# design 1

File: src/rtl/ahb_to_apb_bridge_if.sv
// Signal bundle between the AHB-Lite bus, the bridge and the APB peripherals.
// The slave modport is the bridge's view; the master modport is the environment's view.
interface ahb_to_apb_bridge_if #(
   parameter int DATA_WIDTH = 32,
   parameter int ADDR_WIDTH = 32
);
   logic                  hsel;
   logic [ADDR_WIDTH-1:0] haddr;
   logic [1:0]            htrans;
   logic                  hwrite;
   logic [2:0]            hsize;
   logic [DATA_WIDTH-1:0] hwdata;
   logic                  hready;
   logic                  hreadyout;
   logic                  hresp;
   logic [DATA_WIDTH-1:0] hrdata;
   logic                  psel;
   logic                  penable;
   logic                  pwrite;
   logic [ADDR_WIDTH-1:0] paddr;
   logic [DATA_WIDTH-1:0] pwdata;
   logic [DATA_WIDTH-1:0] prdata;
   logic                  pready;
   logic                  pslverr;

   modport slave (
      input  hsel, haddr, htrans, hwrite, hsize, hwdata, hready, prdata, pready, pslverr,
      output hreadyout, hresp, hrdata, psel, penable, pwrite, paddr, pwdata
   );

   modport master (
      output hsel, haddr, htrans, hwrite, hsize, hwdata, hready, prdata, pready, pslverr,
      input  hreadyout, hresp, hrdata, psel, penable, pwrite, paddr, pwdata
   );
endinterface

File: src/rtl/ahb_to_apb_bridge.sv
// AHB-Lite slave to APB3 master bridge, one transfer outstanding, single clock.
// Optional ACCESS-phase timeout is built when APB_TIMEOUT_EN is defined.
module ahb_to_apb_bridge #(
   parameter int DATA_WIDTH     = 32,
   parameter int ADDR_WIDTH     = 32,
   parameter int TIMEOUT_CYCLES = 16
) (
   input logic              clk,
   input logic              rst,
   ahb_to_apb_bridge_if.slave bus
);
   localparam logic [2:0] S_IDLE   = 3'd0;
   localparam logic [2:0] S_WLATCH = 3'd1;
   localparam logic [2:0] S_SETUP  = 3'd2;
   localparam logic [2:0] S_ACCESS = 3'd3;
   localparam logic [2:0] S_ERR1   = 3'd4;
   localparam logic [2:0] S_ERR2   = 3'd5;

   logic [2:0]            state;
   logic [2:0]            state_nx;
   logic [2:0]            accept_nx;
   logic [ADDR_WIDTH-1:0] paddr_q;
   logic [DATA_WIDTH-1:0] pwdata_q;
   logic                  pwrite_q;
   logic                  accept;
   logic                  done;
   logic                  can_accept;
   logic                  take;
   logic                  timeout;

   assign accept     = bus.hsel && bus.hready && bus.htrans[1];
   assign done       = (state == S_ACCESS) && bus.pready && !bus.pslverr;
   assign can_accept = (state == S_IDLE) || (state == S_ERR2) || done;
   assign take       = accept && can_accept;
   assign accept_nx  = take ? (bus.hwrite ? S_WLATCH : S_SETUP) : S_IDLE;

`ifdef APB_TIMEOUT_EN
   localparam int CNT_W = $clog2(TIMEOUT_CYCLES + 1);
   logic [CNT_W-1:0] wait_cnt;
   logic             unused_ok;

   // Fires on the wait cycle that brings the count up to the limit; PREADY has priority.
   assign timeout = (state == S_ACCESS) && !bus.pready &&
                    (wait_cnt == CNT_W'(TIMEOUT_CYCLES - 1));

   always_ff @(posedge clk or posedge rst) begin
      if (rst) begin
         wait_cnt <= '0;
      end else if (state == S_SETUP) begin
         wait_cnt <= '0;
      end else if ((state == S_ACCESS) && !bus.pready) begin
         wait_cnt <= wait_cnt + 1'b1;
      end
   end

   assign unused_ok = &{1'b0, bus.hsize};
`else
   logic unused_ok;

   assign timeout   = 1'b0;
   assign unused_ok = &{1'b0, bus.hsize, TIMEOUT_CYCLES > 0};
`endif

   // NOTE: every variable gets a default before the case so no latch is inferred.
   always_comb begin
      state_nx = state;
      case (state)
         S_IDLE, S_ERR2: state_nx = accept_nx;
         S_WLATCH:       state_nx = S_SETUP;
         S_SETUP:        state_nx = S_ACCESS;
         S_ACCESS: begin
            if (bus.pready) begin
               state_nx = bus.pslverr ? S_ERR1 : accept_nx;
            end else if (timeout) begin
               state_nx = S_ERR1;
            end
         end
         S_ERR1:         state_nx = S_ERR2;
         default:        state_nx = S_IDLE;
      endcase
   end

   // NOTE: state is updated with non-blocking assignments so all flops see pre-edge values.
   always_ff @(posedge clk or posedge rst) begin
      if (rst) begin
         state    <= S_IDLE;
         paddr_q  <= '0;
         pwrite_q <= 1'b0;
         pwdata_q <= '0;
      end else begin
         state <= state_nx;
         if (take) begin
            paddr_q  <= bus.haddr;
            pwrite_q <= bus.hwrite;
         end
         if (state == S_WLATCH) begin
            pwdata_q <= bus.hwdata;
         end
      end
   end

   // Outputs decode straight from the async-reset state, so reset drops PSEL at once.
   assign bus.psel      = (state == S_SETUP) || (state == S_ACCESS);
   assign bus.penable   = (state == S_ACCESS);
   assign bus.pwrite    = pwrite_q;
   assign bus.paddr     = paddr_q;
   assign bus.pwdata    = pwdata_q;
   assign bus.hresp     = (state == S_ERR1) || (state == S_ERR2);
   assign bus.hreadyout = (state == S_IDLE) || (state == S_ERR2) || done;
   assign bus.hrdata    = (done && !pwrite_q) ? bus.prdata : '0;
endmodule

File: src/flat_wrapper.sv
// flat-port wrapper written by rule: the top's interface ports become plain ports
module ahb_to_apb_bridge_flat 
#(
   parameter int DATA_WIDTH     = 32,
   parameter int ADDR_WIDTH     = 32,
   parameter int TIMEOUT_CYCLES = 16
)
  (clk, rst, bus_hsel, bus_haddr, bus_htrans, bus_hwrite, bus_hsize, bus_hwdata, bus_hready, bus_prdata, bus_pready, bus_pslverr, bus_hreadyout, bus_hresp, bus_hrdata, bus_psel, bus_penable, bus_pwrite, bus_paddr, bus_pwdata);
  ahb_to_apb_bridge_if #(.DATA_WIDTH(DATA_WIDTH), .ADDR_WIDTH(ADDR_WIDTH)) bus_i ();
  input logic clk;
  input logic rst;
  input wire logic [$bits(bus_i.hsel)-1:0] bus_hsel;
  input wire logic [$bits(bus_i.haddr)-1:0] bus_haddr;
  input wire logic [$bits(bus_i.htrans)-1:0] bus_htrans;
  input wire logic [$bits(bus_i.hwrite)-1:0] bus_hwrite;
  input wire logic [$bits(bus_i.hsize)-1:0] bus_hsize;
  input wire logic [$bits(bus_i.hwdata)-1:0] bus_hwdata;
  input wire logic [$bits(bus_i.hready)-1:0] bus_hready;
  input wire logic [$bits(bus_i.prdata)-1:0] bus_prdata;
  input wire logic [$bits(bus_i.pready)-1:0] bus_pready;
  input wire logic [$bits(bus_i.pslverr)-1:0] bus_pslverr;
  output wire logic [$bits(bus_i.hreadyout)-1:0] bus_hreadyout;
  output wire logic [$bits(bus_i.hresp)-1:0] bus_hresp;
  output wire logic [$bits(bus_i.hrdata)-1:0] bus_hrdata;
  output wire logic [$bits(bus_i.psel)-1:0] bus_psel;
  output wire logic [$bits(bus_i.penable)-1:0] bus_penable;
  output wire logic [$bits(bus_i.pwrite)-1:0] bus_pwrite;
  output wire logic [$bits(bus_i.paddr)-1:0] bus_paddr;
  output wire logic [$bits(bus_i.pwdata)-1:0] bus_pwdata;
  assign bus_i.hsel = bus_hsel;
  assign bus_i.haddr = bus_haddr;
  assign bus_i.htrans = bus_htrans;
  assign bus_i.hwrite = bus_hwrite;
  assign bus_i.hsize = bus_hsize;
  assign bus_i.hwdata = bus_hwdata;
  assign bus_i.hready = bus_hready;
  assign bus_i.prdata = bus_prdata;
  assign bus_i.pready = bus_pready;
  assign bus_i.pslverr = bus_pslverr;
  assign bus_hreadyout = bus_i.hreadyout;
  assign bus_hresp = bus_i.hresp;
  assign bus_hrdata = bus_i.hrdata;
  assign bus_psel = bus_i.psel;
  assign bus_penable = bus_i.penable;
  assign bus_pwrite = bus_i.pwrite;
  assign bus_paddr = bus_i.paddr;
  assign bus_pwdata = bus_i.pwdata;
  ahb_to_apb_bridge #(.DATA_WIDTH(DATA_WIDTH), .ADDR_WIDTH(ADDR_WIDTH), .TIMEOUT_CYCLES(TIMEOUT_CYCLES)) u_core (.clk(clk), .rst(rst), .bus(bus_i));
endmodule
File: config.mk
export PLATFORM = sky130hd
export DESIGN_NAME = ahb_to_apb_bridge_flat
export DESIGN_NICKNAME = d
export VERILOG_FILES = /design/src/rtl/ahb_to_apb_bridge_if.sv /design/src/rtl/ahb_to_apb_bridge.sv /design/src/flat_wrapper.sv
export SDC_FILE = /design/constraint.sdc
export NUM_CORES = 1
export LEC_CHECK = 0
export ABC_CLOCK_PERIOD_IN_PS = 2250
export CORE_MARGIN = 4
export CORE_UTILIZATION = 31
export DETAILED_ROUTE_END_ITERATION = 16
export PLACE_DENSITY_LB_ADDON = 0.25
export SLEW_MARGIN = 10
export SYNTH_ARGS = -nofsm -noshare
export SYNTH_HDL_FRONTEND = slang
export SYNTH_SLANG_ARGS = --single-unit
export TNS_END_PERCENT = 50
File: constraint.sdc
create_clock -name clk -period 2.25 [get_ports clk]
set_input_delay 0.675 -clock clk [delete_from_list [all_inputs] [get_ports clk]]
set_output_delay 0.675 -clock clk [all_outputs]
set_load 0.02 [all_outputs]
# design 2

**src/rtl/uart_rx.sv**
```systemverilog
// uart_rx: 8N1 UART receiver, 16x oversampled on b_tick, LSB first.
// Optional UART_RX_MAJORITY_EN: 2-of-3 majority of rx_s at cnt 6/7/8.
module uart_rx (
    input  logic       clk,
    input  logic       rst_n,
    input  logic       b_tick,
    input  logic       rx,
    output logic [7:0] rx_data,
    output logic       rx_done,
    output logic       rx_busy,
    output logic       frame_err
);

    typedef enum logic [1:0] {
        S_IDLE,
        S_START,
        S_DATA,
        S_STOP
    } state_t;

    logic       r_sync1;
    logic       r_sync2;
    state_t     r_state;
    state_t     w_state_nxt;
    logic [3:0] r_cnt;
    logic [3:0] w_cnt_nxt;
    logic [2:0] r_bcnt;
    logic [2:0] w_bcnt_nxt;
    logic [7:0] r_shift;
    logic [7:0] w_shift_nxt;
    logic [7:0] r_data;
    logic [7:0] w_data_nxt;
    logic       r_done;
    logic       w_done_nxt;
    logic       r_ferr;
    logic       w_ferr_nxt;
    logic       w_rx_s;
    logic       w_bit;

`ifdef UART_RX_MAJORITY_EN
    logic       r_s6;
    logic       r_s7;
    logic       w_s6_nxt;
    logic       w_s7_nxt;
`else
    logic       r_samp;
    logic       w_samp_nxt;
`endif

    assign w_rx_s    = r_sync2;
    assign rx_data   = r_data;
    assign rx_done   = r_done;
    assign frame_err = r_ferr;
    assign rx_busy   = (r_state != S_IDLE);

`ifdef UART_RX_MAJORITY_EN
    // Bit value used at the cnt==8 decision: majority including this tick.
    assign w_bit = (r_s6 & r_s7) | (r_s6 & w_rx_s) | (r_s7 & w_rx_s);
`else
    // Bit value used at the cnt==8 decision: the cnt==7 capture.
    assign w_bit = r_samp;
`endif

    // Two-flop synchronizer for the asynchronous serial line; idles high.
    always_ff @(posedge clk or negedge rst_n) begin
        if (!rst_n) begin
            r_sync1 <= 1'b1;
            r_sync2 <= 1'b1;
        end else begin
            r_sync1 <= rx;
            r_sync2 <= r_sync1;
        end
    end

    // State, counters, sample/shift registers and registered strobes.
    always_ff @(posedge clk or negedge rst_n) begin
        if (!rst_n) begin
            r_state <= S_IDLE;
            r_cnt   <= 4'd0;
            r_bcnt  <= 3'd0;
            r_shift <= 8'h00;
            r_data  <= 8'h00;
            r_done  <= 1'b0;
            r_ferr  <= 1'b0;
`ifdef UART_RX_MAJORITY_EN
            r_s6    <= 1'b1;
            r_s7    <= 1'b1;
`else
            r_samp  <= 1'b1;
`endif
        end else begin
            r_state <= w_state_nxt;
            r_cnt   <= w_cnt_nxt;
            r_bcnt  <= w_bcnt_nxt;
            r_shift <= w_shift_nxt;
            r_data  <= w_data_nxt;
            r_done  <= w_done_nxt;
            r_ferr  <= w_ferr_nxt;
`ifdef UART_RX_MAJORITY_EN
            r_s6    <= w_s6_nxt;
            r_s7    <= w_s7_nxt;
`else
            r_samp  <= w_samp_nxt;
`endif
        end
    end

    // Next-state and datapath updates, all keyed on the current cnt at a b_tick.
    always_comb begin
        w_state_nxt = r_state;
        w_cnt_nxt   = r_cnt;
        w_bcnt_nxt  = r_bcnt;
        w_shift_nxt = r_shift;
        w_data_nxt  = r_data;
        w_done_nxt  = 1'b0;
        w_ferr_nxt  = 1'b0;
`ifdef UART_RX_MAJORITY_EN
        w_s6_nxt    = r_s6;
        w_s7_nxt    = r_s7;
`else
        w_samp_nxt  = r_samp;
`endif
        if (b_tick) begin
            if (r_state != S_IDLE) begin
                w_cnt_nxt = r_cnt + 4'd1;
`ifdef UART_RX_MAJORITY_EN
                if (r_cnt == 4'd6) w_s6_nxt = w_rx_s;
                if (r_cnt == 4'd7) w_s7_nxt = w_rx_s;
`else
                if (r_cnt == 4'd7) w_samp_nxt = w_rx_s;
`endif
            end
            unique case (r_state)
                S_IDLE: begin
                    if (!w_rx_s) begin
                        w_state_nxt = S_START;
                        w_cnt_nxt   = 4'd0;
                    end
                end
                S_START: begin
                    if (r_cnt == 4'd8 && w_bit) begin
                        w_state_nxt = S_IDLE;
                        w_cnt_nxt   = 4'd0;
                    end else if (r_cnt == 4'd15) begin
                        w_state_nxt = S_DATA;
                        w_bcnt_nxt  = 3'd0;
                    end
                end
                S_DATA: begin
                    if (r_cnt == 4'd8) begin
                        w_shift_nxt = {w_bit, r_shift[7:1]};
                    end else if (r_cnt == 4'd15) begin
                        if (r_bcnt == 3'd7) w_state_nxt = S_STOP;
                        else w_bcnt_nxt = r_bcnt + 3'd1;
                    end
                end
                S_STOP: begin
                    if (r_cnt == 4'd8) begin
                        w_state_nxt = S_IDLE;
                        w_cnt_nxt   = 4'd0;
                        if (w_bit) begin
                            w_data_nxt = r_shift;
                            w_done_nxt = 1'b1;
                        end else begin
                            w_ferr_nxt = 1'b1;
                        end
                    end
                end
                default: w_state_nxt = S_IDLE;
            endcase
        end
    end

endmodule

```
**config.mk**
```make
export PLATFORM = sky130hd
export DESIGN_NAME = uart_rx
export DESIGN_NICKNAME = d
export VERILOG_FILES = /design/src/rtl/uart_rx.sv
export SDC_FILE = /design/constraint.sdc
export NUM_CORES = 1
export LEC_CHECK = 0
export ABC_AREA = 1
export CAP_MARGIN = 30
export CORE_ASPECT_RATIO = 1.5
export CORE_MARGIN = 5
export CORE_UTILIZATION = 50
export DETAILED_ROUTE_END_ITERATION = 16
export PLACE_DENSITY = 0.76
export SKIP_LAST_GASP = 1
export SLEW_MARGIN = 20
export SYNTH_ARGS = -nofsm -noshare
export SYNTH_HDL_FRONTEND = slang
export SYNTH_SLANG_ARGS = --single-unit
export TNS_END_PERCENT = 1
```
**constraint.sdc**
```tcl
create_clock -name clk -period 1.3 [get_ports clk]
set_input_delay 0.26 -clock clk [delete_from_list [all_inputs] [get_ports clk]]
set_output_delay 0.26 -clock clk [all_outputs]
set_load 0.05 [all_outputs]
```
# design 3

===== src/rtl/dp_pkg.sv =====
// Shared types and instruction-field geometry for the datapath instruction sequencer.
// Instruction layout, MSB first: {cond, op, rd, rs1, rs2}.
package dp_pkg;

  typedef enum logic [2:0] {
    IDLE = 3'd0,
    EXEC = 3'd1,
    WB   = 3'd2,
    RESP = 3'd3,
    HALT = 3'd4
  } dp_state_t;

  // Field positions for an arbitrary address/op width
  function automatic int rs2_lsb(input int addr_w);
    return 0 * addr_w;
  endfunction

  function automatic int rs1_lsb(input int addr_w);
    return addr_w;
  endfunction

  function automatic int rd_lsb(input int addr_w);
    return 2 * addr_w;
  endfunction

  function automatic int op_lsb(input int addr_w);
    return 3 * addr_w;
  endfunction

  function automatic int cond_bit(input int addr_w, input int op_w);
    return 3 * addr_w + op_w;
  endfunction

  // Field positions for the default geometry (ADDR_W=2, OP_W=3)
  localparam int RS2_LSB  = 0;
  localparam int RS1_LSB  = 2;
  localparam int RD_LSB   = 4;
  localparam int OP_LSB   = 6;
  localparam int COND_BIT = 9;

  localparam logic [2:0] ALU_ADD = 3'b000;
  localparam logic [2:0] ALU_SUB = 3'b001;
  localparam logic [2:0] ALU_AND = 3'b010;
  localparam logic [2:0] ALU_OR  = 3'b011;

endpackage


===== src/rtl/dp_sequencer.sv =====
// Issues one register-register instruction at a time to the regfile/ALU datapath
// (EXEC then WB), with conditional write, halt-on-overflow and a retire counter.
module dp_sequencer
  import dp_pkg::*;
#(
  parameter int DATA_W      = 32,
  parameter int ADDR_W      = 2,
  parameter int OP_W        = 3,
  parameter int CNT_W       = 16,
  parameter bit HALT_ON_OVF = 1'b1
) (
  input  logic                    clk,
  input  logic                    rst,
  input  logic                    in_valid,
  output logic                    in_ready,
  input  logic [OP_W+3*ADDR_W:0]  in_instr,
  input  logic                    resume,
  input  logic                    clear_sticky,
  output logic                    wr,
  output logic [OP_W-1:0]         ALUControl,
  output logic [ADDR_W-1:0]       addr1,
  output logic [ADDR_W-1:0]       addr2,
  output logic [ADDR_W-1:0]       addr3,
  input  logic [DATA_W-1:0]       Result,
  input  logic                    Zero,
  input  logic                    Overflow,
  output logic                    out_valid,
  input  logic                    out_ready,
  output logic [DATA_W-1:0]       res_data,
  output logic                    res_zero,
  output logic                    res_ovf,
  output logic                    res_squashed,
  output logic                    ovf_sticky,
  output logic [CNT_W-1:0]        retired,
  output logic                    halted
);

  localparam int INSTR_W = 1 + OP_W + 3 * ADDR_W;
  localparam int C_BIT   = cond_bit(ADDR_W, OP_W);
  localparam int O_LSB   = op_lsb(ADDR_W);
  localparam int D_LSB   = rd_lsb(ADDR_W);
  localparam int S1_LSB  = rs1_lsb(ADDR_W);
  localparam int S2_LSB  = rs2_lsb(ADDR_W);
  localparam logic HALT_EN = HALT_ON_OVF;

  dp_state_t            state_reg, state_next;
  logic [INSTR_W-1:0]   instr_reg;
  logic [DATA_W-1:0]    res_data_reg;
  logic                 res_zero_reg;
  logic                 res_ovf_reg;
  logic                 squash_reg;
  logic                 squash_next;
  logic                 sticky_reg;
  logic                 last_zero_reg;
  logic [CNT_W-1:0]     retired_reg;

  // Condition is judged against the Zero of the previous instruction, not this one
  assign squash_next = (instr_reg[C_BIT] & ~last_zero_reg) | (HALT_EN & Overflow);

  always_ff @(posedge clk or posedge rst) begin
    if (rst) begin
      state_reg <= IDLE;
    end else begin
      state_reg <= state_next;
    end
  end

  always_comb begin
    state_next = state_reg;
    in_ready   = 1'b0;
    wr         = 1'b0;
    out_valid  = 1'b0;
    halted     = 1'b0;
    case (state_reg)
      IDLE: begin
        in_ready = 1'b1;
        if (in_valid) state_next = EXEC;
      end
      EXEC: state_next = WB;
      WB: begin
        wr         = ~squash_reg;
        state_next = RESP;
      end
      RESP: begin
        out_valid = 1'b1;
        if (out_ready) state_next = (HALT_EN & res_ovf_reg) ? HALT : IDLE;
      end
      HALT: begin
        halted = 1'b1;
        if (resume) state_next = IDLE;
      end
      default: state_next = IDLE;
    endcase
  end

  always_ff @(posedge clk or posedge rst) begin
    if (rst) begin
      instr_reg     <= '0;
      res_data_reg  <= '0;
      res_zero_reg  <= 1'b0;
      res_ovf_reg   <= 1'b0;
      squash_reg    <= 1'b0;
      sticky_reg    <= 1'b0;
      last_zero_reg <= 1'b0;
      retired_reg   <= '0;
    end else begin
      if (state_reg == IDLE && in_valid) begin
        instr_reg <= in_instr;
      end
      if (state_reg == EXEC) begin
        res_data_reg <= Result;
        res_zero_reg <= Zero;
        res_ovf_reg  <= Overflow;
        squash_reg   <= squash_next;
      end
      // A new overflow outranks a simultaneous clear request
      if (state_reg == EXEC && Overflow) begin
        sticky_reg <= 1'b1;
      end else if (clear_sticky) begin
        sticky_reg <= 1'b0;
      end
      if (state_reg == WB) begin
        last_zero_reg <= res_zero_reg;
        if (!squash_reg) retired_reg <= retired_reg + CNT_W'(1);
      end
    end
  end

  // Operand/destination fields stay on the datapath from EXEC through RESP
  assign ALUControl   = instr_reg[O_LSB +: OP_W];
  assign addr1        = instr_reg[S1_LSB +: ADDR_W];
  assign addr2        = instr_reg[S2_LSB +: ADDR_W];
  assign addr3        = instr_reg[D_LSB +: ADDR_W];
  assign res_data     = res_data_reg;
  assign res_zero     = res_zero_reg;
  assign res_ovf      = res_ovf_reg;
  assign res_squashed = squash_reg;
  assign ovf_sticky   = sticky_reg;
  assign retired      = retired_reg;

endmodule

===== config.mk =====
export PLATFORM = sky130hd
export DESIGN_NAME = dp_sequencer
export DESIGN_NICKNAME = d
export VERILOG_FILES = /design/src/rtl/dp_pkg.sv /design/src/rtl/dp_sequencer.sv
export SDC_FILE = /design/constraint.sdc
export NUM_CORES = 1
export LEC_CHECK = 0
export ABC_AREA = 1
export CORE_MARGIN = 2
export CORE_UTILIZATION = 39
export CTS_BUF_LIST = sky130_fd_sc_hd__clkbuf_16
export DETAILED_ROUTE_END_ITERATION = 7
export PLACE_DENSITY = 0.79
export SYNTH_ARGS = -nofsm -noshare
export SYNTH_HDL_FRONTEND = slang
export SYNTH_SLANG_ARGS = --single-unit

===== constraint.sdc =====
create_clock -name clk -period 2.58 [get_ports clk]
set_clock_uncertainty 0.2 [all_clocks]
set_input_delay 0.774 -clock clk [delete_from_list [all_inputs] [get_ports clk]]
set_output_delay 0.774 -clock clk [all_outputs]
set_load 0.1 [all_outputs]

# design 4

==> src/rtl/sha2_sigma_unit.sv <==
// sha2_sigma_unit: pipelined SHA-2 sigma/sum CFU (WIDTH 32 or 64, STAGES 1..4)
// with a valid/ready handshake and an ID tag carried alongside each result.
// Optional build macro SHA2_SIGMA_PERF_CNT_EN adds a perf_ops counter of
// consumed responses.
module sha2_sigma_unit #(
    parameter int unsigned WIDTH  = 32,
    parameter int unsigned STAGES = 1,
    parameter int unsigned ID_W   = 4
) (
    input  logic              clk,
    input  logic              rst,
    input  logic              req_valid,
    output logic              req_ready,
    input  logic [1:0]        req_func,
    input  logic [ID_W-1:0]   req_id,
    input  logic [WIDTH-1:0]  req_data0,
    output logic              resp_valid,
    input  logic              resp_ready,
    output logic [ID_W-1:0]   resp_id,
    output logic [WIDTH-1:0]  resp_data
`ifdef SHA2_SIGMA_PERF_CNT_EN
    ,
    output logic [31:0]       perf_ops
`endif
);

    localparam bit IS64 = (WIDTH == 64);

    // Rotate / shift amounts for the selected SHA-2 variant
    localparam int unsigned S0_R1 = IS64 ? 1  : 7;
    localparam int unsigned S0_R2 = IS64 ? 8  : 18;
    localparam int unsigned S0_SH = IS64 ? 7  : 3;
    localparam int unsigned S1_R1 = IS64 ? 19 : 17;
    localparam int unsigned S1_R2 = IS64 ? 61 : 19;
    localparam int unsigned S1_SH = IS64 ? 6  : 10;
    localparam int unsigned U0_R1 = IS64 ? 28 : 2;
    localparam int unsigned U0_R2 = IS64 ? 34 : 13;
    localparam int unsigned U0_R3 = IS64 ? 39 : 22;
    localparam int unsigned U1_R1 = IS64 ? 14 : 6;
    localparam int unsigned U1_R2 = IS64 ? 18 : 11;
    localparam int unsigned U1_R3 = IS64 ? 41 : 25;

    // Reject unsupported configurations at elaboration
    if (!(WIDTH == 32 || WIDTH == 64)) begin : g_bad_width
        $error("sha2_sigma_unit: WIDTH must be 32 or 64");
    end
    if (STAGES < 1 || STAGES > 4) begin : g_bad_stages
        $error("sha2_sigma_unit: STAGES must be in 1..4");
    end

    function automatic logic [WIDTH-1:0] ror(input logic [WIDTH-1:0] x, input int unsigned n);
        return (x >> n) | (x << (WIDTH - n));
    endfunction

    logic [WIDTH-1:0] result_c;
    logic             stall_c;

    logic [STAGES-1:0] vld_q, vld_d;
    logic [ID_W-1:0]   id_q   [STAGES];
    logic [ID_W-1:0]   id_d   [STAGES];
    logic [WIDTH-1:0]  data_q [STAGES];
    logic [WIDTH-1:0]  data_d [STAGES];

    // Sigma function evaluated ahead of the first stage
    always_comb begin
        result_c = '0;
        case (req_func)
            2'd0:    result_c = ror(req_data0, S0_R1) ^ ror(req_data0, S0_R2) ^ (req_data0 >> S0_SH);
            2'd1:    result_c = ror(req_data0, S1_R1) ^ ror(req_data0, S1_R2) ^ (req_data0 >> S1_SH);
            2'd2:    result_c = ror(req_data0, U0_R1) ^ ror(req_data0, U0_R2) ^ ror(req_data0, U0_R3);
            default: result_c = ror(req_data0, U1_R1) ^ ror(req_data0, U1_R2) ^ ror(req_data0, U1_R3);
        endcase
    end

    // An unconsumed result freezes the whole pipe, bubbles included
    assign stall_c    = vld_q[STAGES-1] && !resp_ready;
    assign req_ready  = !stall_c;
    assign resp_valid = vld_q[STAGES-1];
    assign resp_id    = id_q[STAGES-1];
    assign resp_data  = data_q[STAGES-1];

    // Next-state of the pipe: hold on stall, otherwise shift by one; bubbles carry zeros
    always_comb begin
        vld_d = vld_q;
        for (int unsigned i = 0; i < STAGES; i++) begin
            id_d[i]   = id_q[i];
            data_d[i] = data_q[i];
        end
        if (!stall_c) begin
            vld_d[0]  = req_valid;
            id_d[0]   = req_valid ? req_id   : '0;
            data_d[0] = req_valid ? result_c : '0;
            for (int unsigned i = 1; i < STAGES; i++) begin
                vld_d[i]  = vld_q[i-1];
                id_d[i]   = id_q[i-1];
                data_d[i] = data_q[i-1];
            end
        end
    end

    // Stage registers; reset discards everything in flight
    always_ff @(posedge clk or posedge rst) begin
        if (rst) begin
            vld_q <= '0;
            for (int unsigned i = 0; i < STAGES; i++) begin
                id_q[i]   <= '0;
                data_q[i] <= '0;
            end
        end else begin
            vld_q <= vld_d;
            for (int unsigned i = 0; i < STAGES; i++) begin
                id_q[i]   <= id_d[i];
                data_q[i] <= data_d[i];
            end
        end
    end

`ifdef SHA2_SIGMA_PERF_CNT_EN
    logic [31:0] perf_ops_q, perf_ops_d;

    // Count consumed responses, wrapping at 2^32
    always_comb begin
        perf_ops_d = perf_ops_q;
        if (resp_valid && resp_ready) begin
            perf_ops_d = perf_ops_q + 32'd1;
        end
    end

    // Counter register
    always_ff @(posedge clk or posedge rst) begin
        if (rst) begin
            perf_ops_q <= '0;
        end else begin
            perf_ops_q <= perf_ops_d;
        end
    end

    assign perf_ops = perf_ops_q;
`endif

endmodule

==> config.mk <==
export PLATFORM = sky130hd
export DESIGN_NAME = sha2_sigma_unit
export DESIGN_NICKNAME = d
export VERILOG_FILES = /design/src/rtl/sha2_sigma_unit.sv
export SDC_FILE = /design/constraint.sdc
export NUM_CORES = 1
export LEC_CHECK = 0
export ABC_CLOCK_PERIOD_IN_PS = 1750
export CORE_MARGIN = 2
export CORE_UTILIZATION = 50
export DETAILED_ROUTE_END_ITERATION = 10
export PLACE_DENSITY = 0.76
export REMOVE_ABC_BUFFERS = 1
export SETUP_SLACK_MARGIN = 0.2
export SLEW_MARGIN = 20
export SYNTH_ARGS = -nofsm -noshare
export SYNTH_HDL_FRONTEND = slang
export SYNTH_SLANG_ARGS = --single-unit
==> constraint.sdc <==
create_clock -name clk -period 1.75 [get_ports clk]
set_input_delay 0.35 -clock clk [delete_from_list [all_inputs] [get_ports clk]]
set_output_delay 0.35 -clock clk [all_outputs]
set_load 0.02 [all_outputs]

==> layout pictures side by side <==
Metal 3.
Plate I
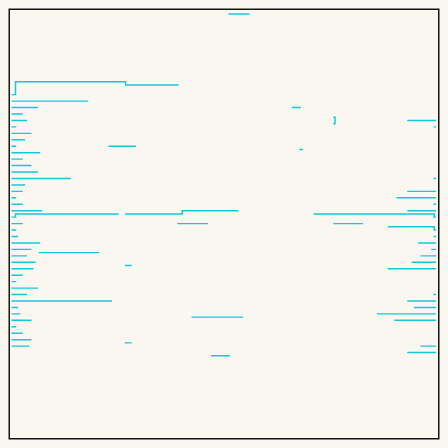
Plate II
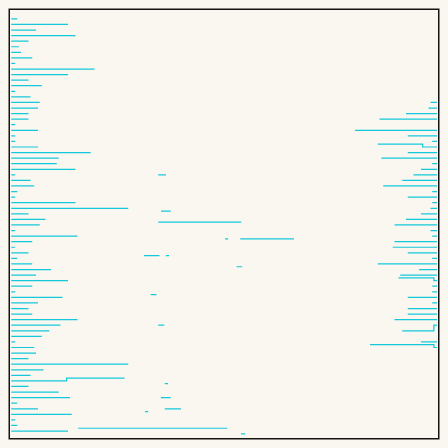
Plate III
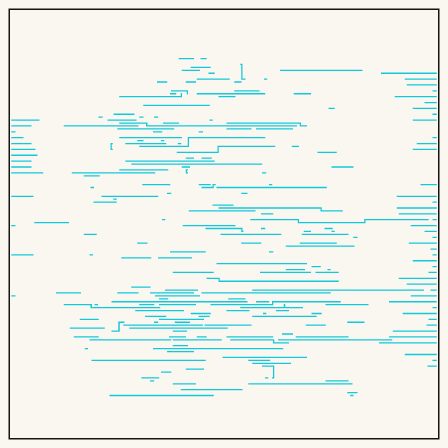
Plate IV
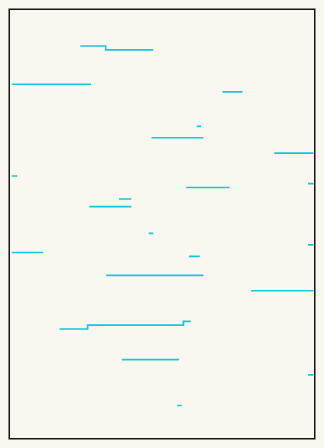
design 2 -> Plate IV
design 4 -> Plate III
design 1 -> Plate II
design 3 -> Plate I

### M2 wires, design 4

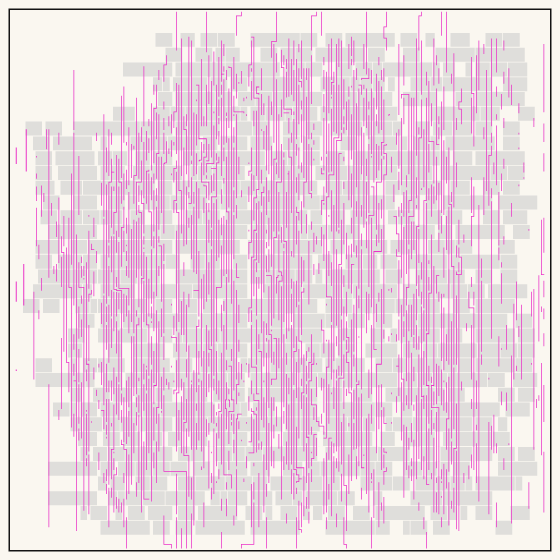
main direction	vertical
wire length on this layer	8,010 um
longest straight run	54.4 um
nets with wire on the layer	605
share of all routed wire	46%

==> out/results.ini, design 4 <==
[yosys]
xor_share_pct=40.69
syn_area_um2=4544
ff_type=dfrtp_1
logic_family=XOR/XNOR gates
ys.flops=37
synth_async_sr_flop_share_pct=100.0
ys_sh_adder_pct=0
top_cell=xnor2_1
yosys_cells=479
yosys.stat.seqShare_pct=20.37

[clocking]
clkSinkCount=37
cts_tree=yes
cts_setup_buffers=13

[placement]
post-place-ws_ns=-0.3240
io_buffers=79
dp_hpwl_um=11550

[global_routing]
grt_overflow=0
met1_usage_pct=44.27
grt_pass1_vias=4591
grt_first_pass_wirelength_um=25630
grtUsageMet3_pct=7.027
grtUsageTotal_pct=34.26
grt_max_degree=38

[timing]
tightest_slew_ns=0.4443
skew_ns=0.003433
holdWs_ns=0.3973
maxSlewViolCount=0
rsz0062_at_grt=true
setup_viol=0

[floorplanning]
die_x_um=99.34
coreArea_um2=8763
initCoreUtil_pct=51.86

[worst_setup_path]
slowest_delay_ns=0.47
arrival_ns=1.76
setup.worst_path.start_class=primary input
cp_num_cells=7
crit_chain=clkdlybuf4s50_1 -> buf_6 -> buf_4 -> xor2_1 -> xnor2_1 -> a21oi_1 -> a22o_1
critPathKind=primary input to flip-flop
crit_family=buffers and inverters

[layout]
syn_to_final_growth_pct=49.01
final_cell_mix=xnor2_1 (96), buf_4 (88), dlygate4sd2_1 (61)
dominant_cells=logic gates
comb_area_share_pct=51.48
nNonClkBuffers=208
comb_area_um2=3486
comb_cells=381
lay_top_count=xnor2_1
fin_cells=744

[detailed_routing]
drc=0
routedWlPerCell_um=23.36
dr.max_layer_used=met4
routed_wl_um=17380

[outcome]
status=finished clean

[hold_path]
holdCritPathClass=primary input to async pin

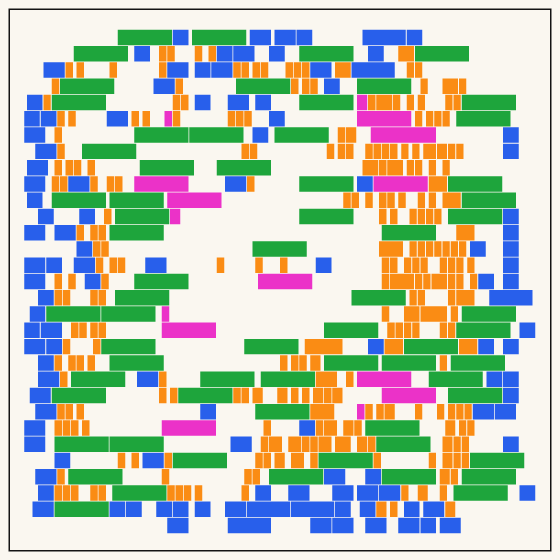
*Placed cells, one color a class, design 3*
class	color	cells	share of their area
all other logic	orange	264	28%
other buffers and delay cells	blue	117	26%
flip-flops	green	66	40%
clock drivers and dummy loads	magenta	15	6.7%
Core Footprint: 7214 um^2
post-route design area: 4272 um^2
fraction of area in registers: 38.66%

==> out/results.ini, design 3 <==
[outcome]
status=finished clean

[layout]
nNonClkInverters=20
fill_cells=655
fin_cells=561
comb_area_um2=1065
dominant_cells=sequential cells

[yosys]
xor_share_pct=1.810
ys_sh_aoi_pct=0.8621
top_cell=nand2_1
ff_type=dfrtp_1
yosysWarnings=0

[detailed_routing]
drc=0

[worst_setup_path]
arrival_ns=1.49
crit_buf_inv=2
crit_path_top_delay_cell=dfrtp_1
r2r-start=state_reg[1]$_DFFE_PP0P_

[clocking]
cts_buffer_depth=2
clk_pin_slew_ns=0.05
h-tree-depth=3

[global_routing]
grtUsageMet3_pct=4.257

[job]
warnings=26

[hold_path]
min_from=instr_reg[4]$_DFFE_PP0P_

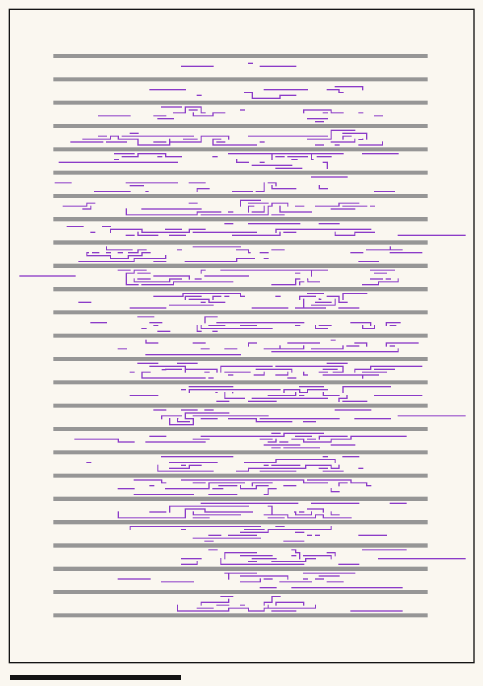
*Signal wires on met1, design 2*
The bar under the picture is 20 um long. Supply wires on this layer in gray.
nets with wire on the layer	183
longest straight run	15.2 um

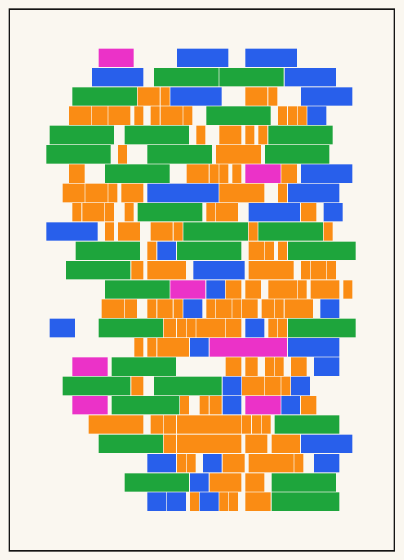
*Placed cells, one color a class, design 2*
class	color	cells	share of their area
flip-flops	green	30	36%
clock drivers and dummy loads	magenta	7	5.4%
other buffers and delay cells	blue	35	22%
all other logic	orange	118	37%

==> out/results.ini, design 2 <==
[timing]
layout_min_cycle_time_ns=1.449
final.setup.worst_slack_ns=-0.1490
post-route-period-util_pct=111.5
holdWs_ns=0.3365
setup_viol=26

[floorplanning]
die_h_um=76.10

[outcome]
violations=setup timing
status=finished with violations

[global_routing]
grt_max_degree=31
grt_antenna_before_repair=0

[yosys]
ys_area_um2=1456
synthesis.nets=158
yosys_cells=150
logic_family=simple AND/OR/NAND/NOR gates

[placement]
dp.cells=215

[clocking]
cts_setup_buffers=6
post_cts_resize_count=28
worstSkewPairLatency_ns=0.29

[layout]
layout-drive-gt1-share_pct=48.95

[worst_setup_path]
worstSetupStartpoint=r_cnt[1]$_DFFE_PN0P_
crit_chain=inv_2 -> ha_4 -> nand4_1 -> nand2_2 -> nand3_4 -> o21bai_1 -> inv_2

[detailed_routing]
drc=0

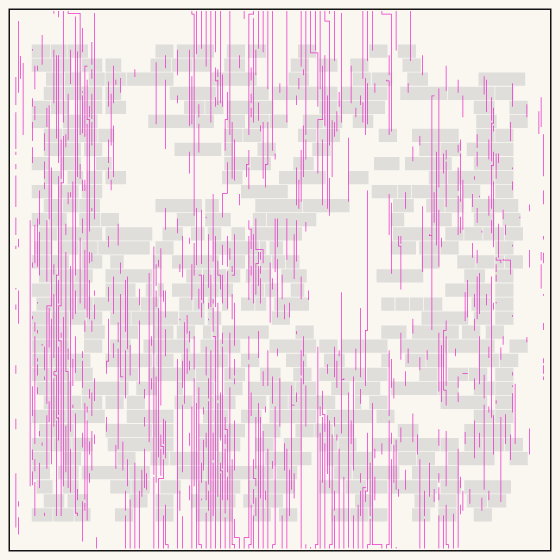
*M2 wires, design 1*
share of all routed wire	54%
longest straight run	51.3 um
main direction	vertical
nets with wire on the layer	507

==> out/results.ini, design 1 <==
[outcome]
status=finished with violations
violations=setup timing

[layout]
dominant_cells=buffers
final_nets=536
final_util_pct=62.45
nNonClkBuffers=228
buf_share_pct=41.57
final_cell_mix=clkdlybuf4s50_1 (166), dfrtp_1 (68), mux2_2 (61)
comb_cells=117
syn_to_final_growth_pct=92.29
comb_area_share_pct=21.95
comb_area_um2=1219

[worst_setup_path]
r2r-start=u_core.state[2]$_DFFE_PP0P_
r2r_cells=8
arrival_ns=1.89
critPathKind=flip-flop to output port
crit_chain=nand3b_1 -> nor4b_4 -> buf_6 -> clkbuf_16 -> and2_4 -> buf_6
rrSetupSlack_ns=0.02
cp_common_cell=buf_6
crit_buf_inv=3
timing.rr.end=u_core.bus.paddr[11]$_DFFE_PP0N_

[yosys]
yosys_cells=200
top_area_cell=dfrtp_1
synthesis.nets=308
yosysWarnings=0
ys_sh_aoi_pct=3.206
synth_async_sr_flop_share_pct=100.0
syn_avg_cell_area_um2=14.44
topCellsByArea=dfrtp_1 (59%), mux2_2 (24%), and2_1 (6.9%)
xor_share_pct=0

[global_routing]
grt_antenna_before_repair=0
use_met2_pct=32.10
grt.busiest_layer=met2
grt_max_degree=36
grt_first_pass_wirelength_um=14880
met1_usage_pct=16.82

[clocking]
cts_setup_buffers=3
cts_tree=yes
clk_pin_slew_ns=0.07
worstSkewPairLatency_ns=0.33
cts_buffer_depth=2
clkSinkCount=68

[floorplanning]
die_x_um=104.5
num_io_pins=209

[timing]
maxSlewViolCount=0
post-route-period-util_pct=114.2
rsz0062_at_grt=true
setup_viol=33
holdWs_ns=0.5037
final.setup.worst_slack_ns=-0.3198
max-slew-margin-rel_pct=70.82

[hold_path]
min_from=u_core.bus.paddr[9]$_DFFE_PP0N_

[detailed_routing]
wl_met3_um=917
routedWlPerCell_um=17.44
drtPass1Iterations=4
drt-vias-per-instance=4.652

[placement]
placed_area_um2=5139
dp.cells=518



==> screenshots <==
Congestion heat map.
image #1
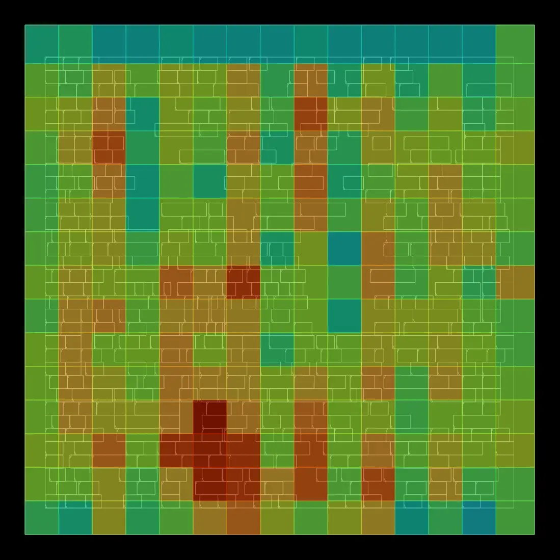
image #2
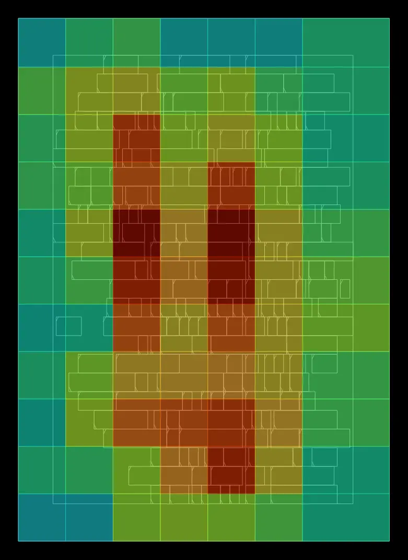
image #3
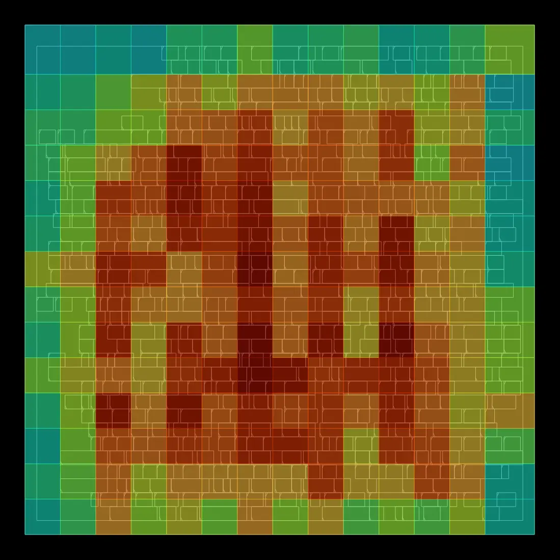
image #4
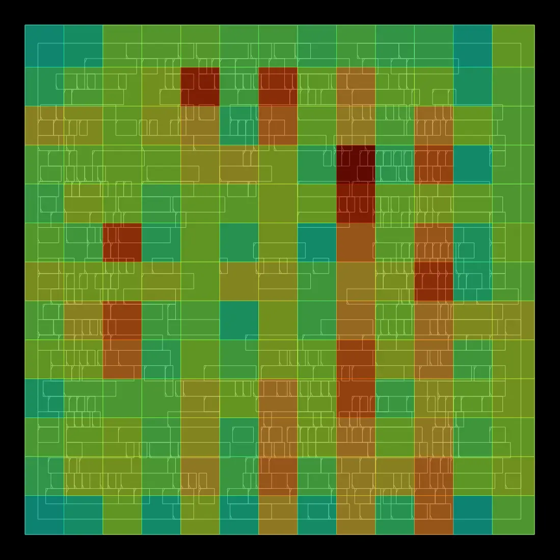
- design 4 = image #3
- design 3 = image #4
- design 1 = image #1
- design 2 = image #2
- least wire per cell: image #4
- highest track usage: image #3


==> layout pictures side by side <==
Signal wires on met1.
The bar under the picture is 20 um long. Supply wires on this layer in gray.
shot_01.png
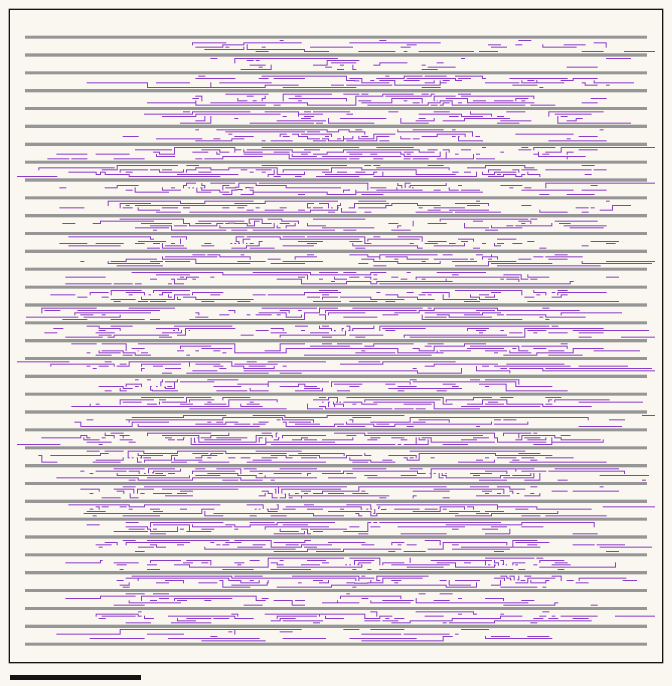
shot_02.png
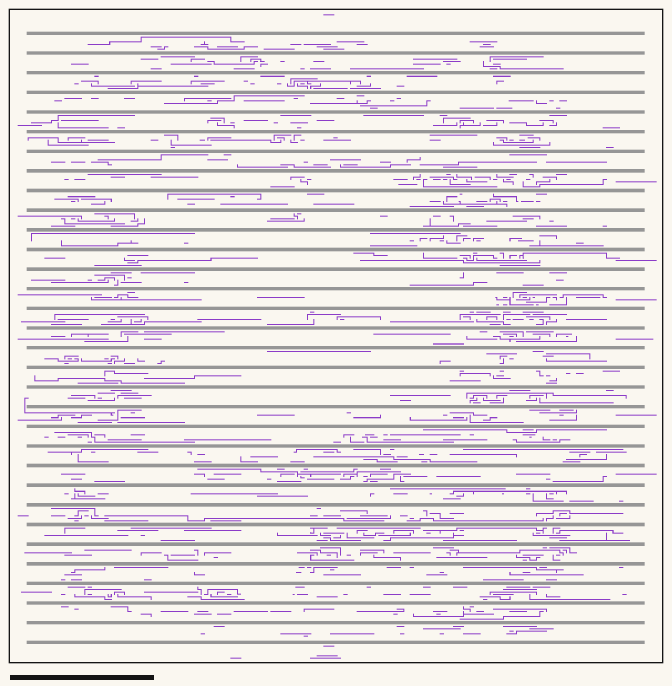
shot_03.png
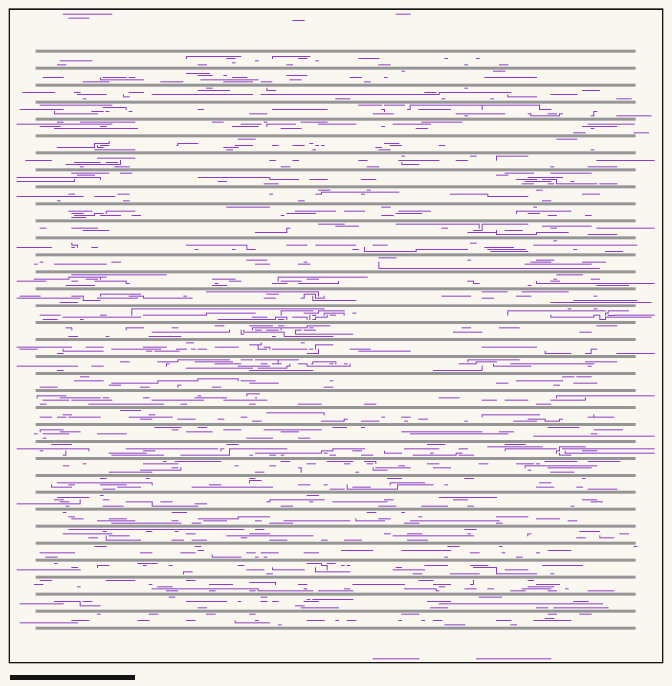
shot_03.png comes from design 1.
shot_01.png comes from design 4.
shot_02.png comes from design 3.
The one with the smallest die is shot_02.png.

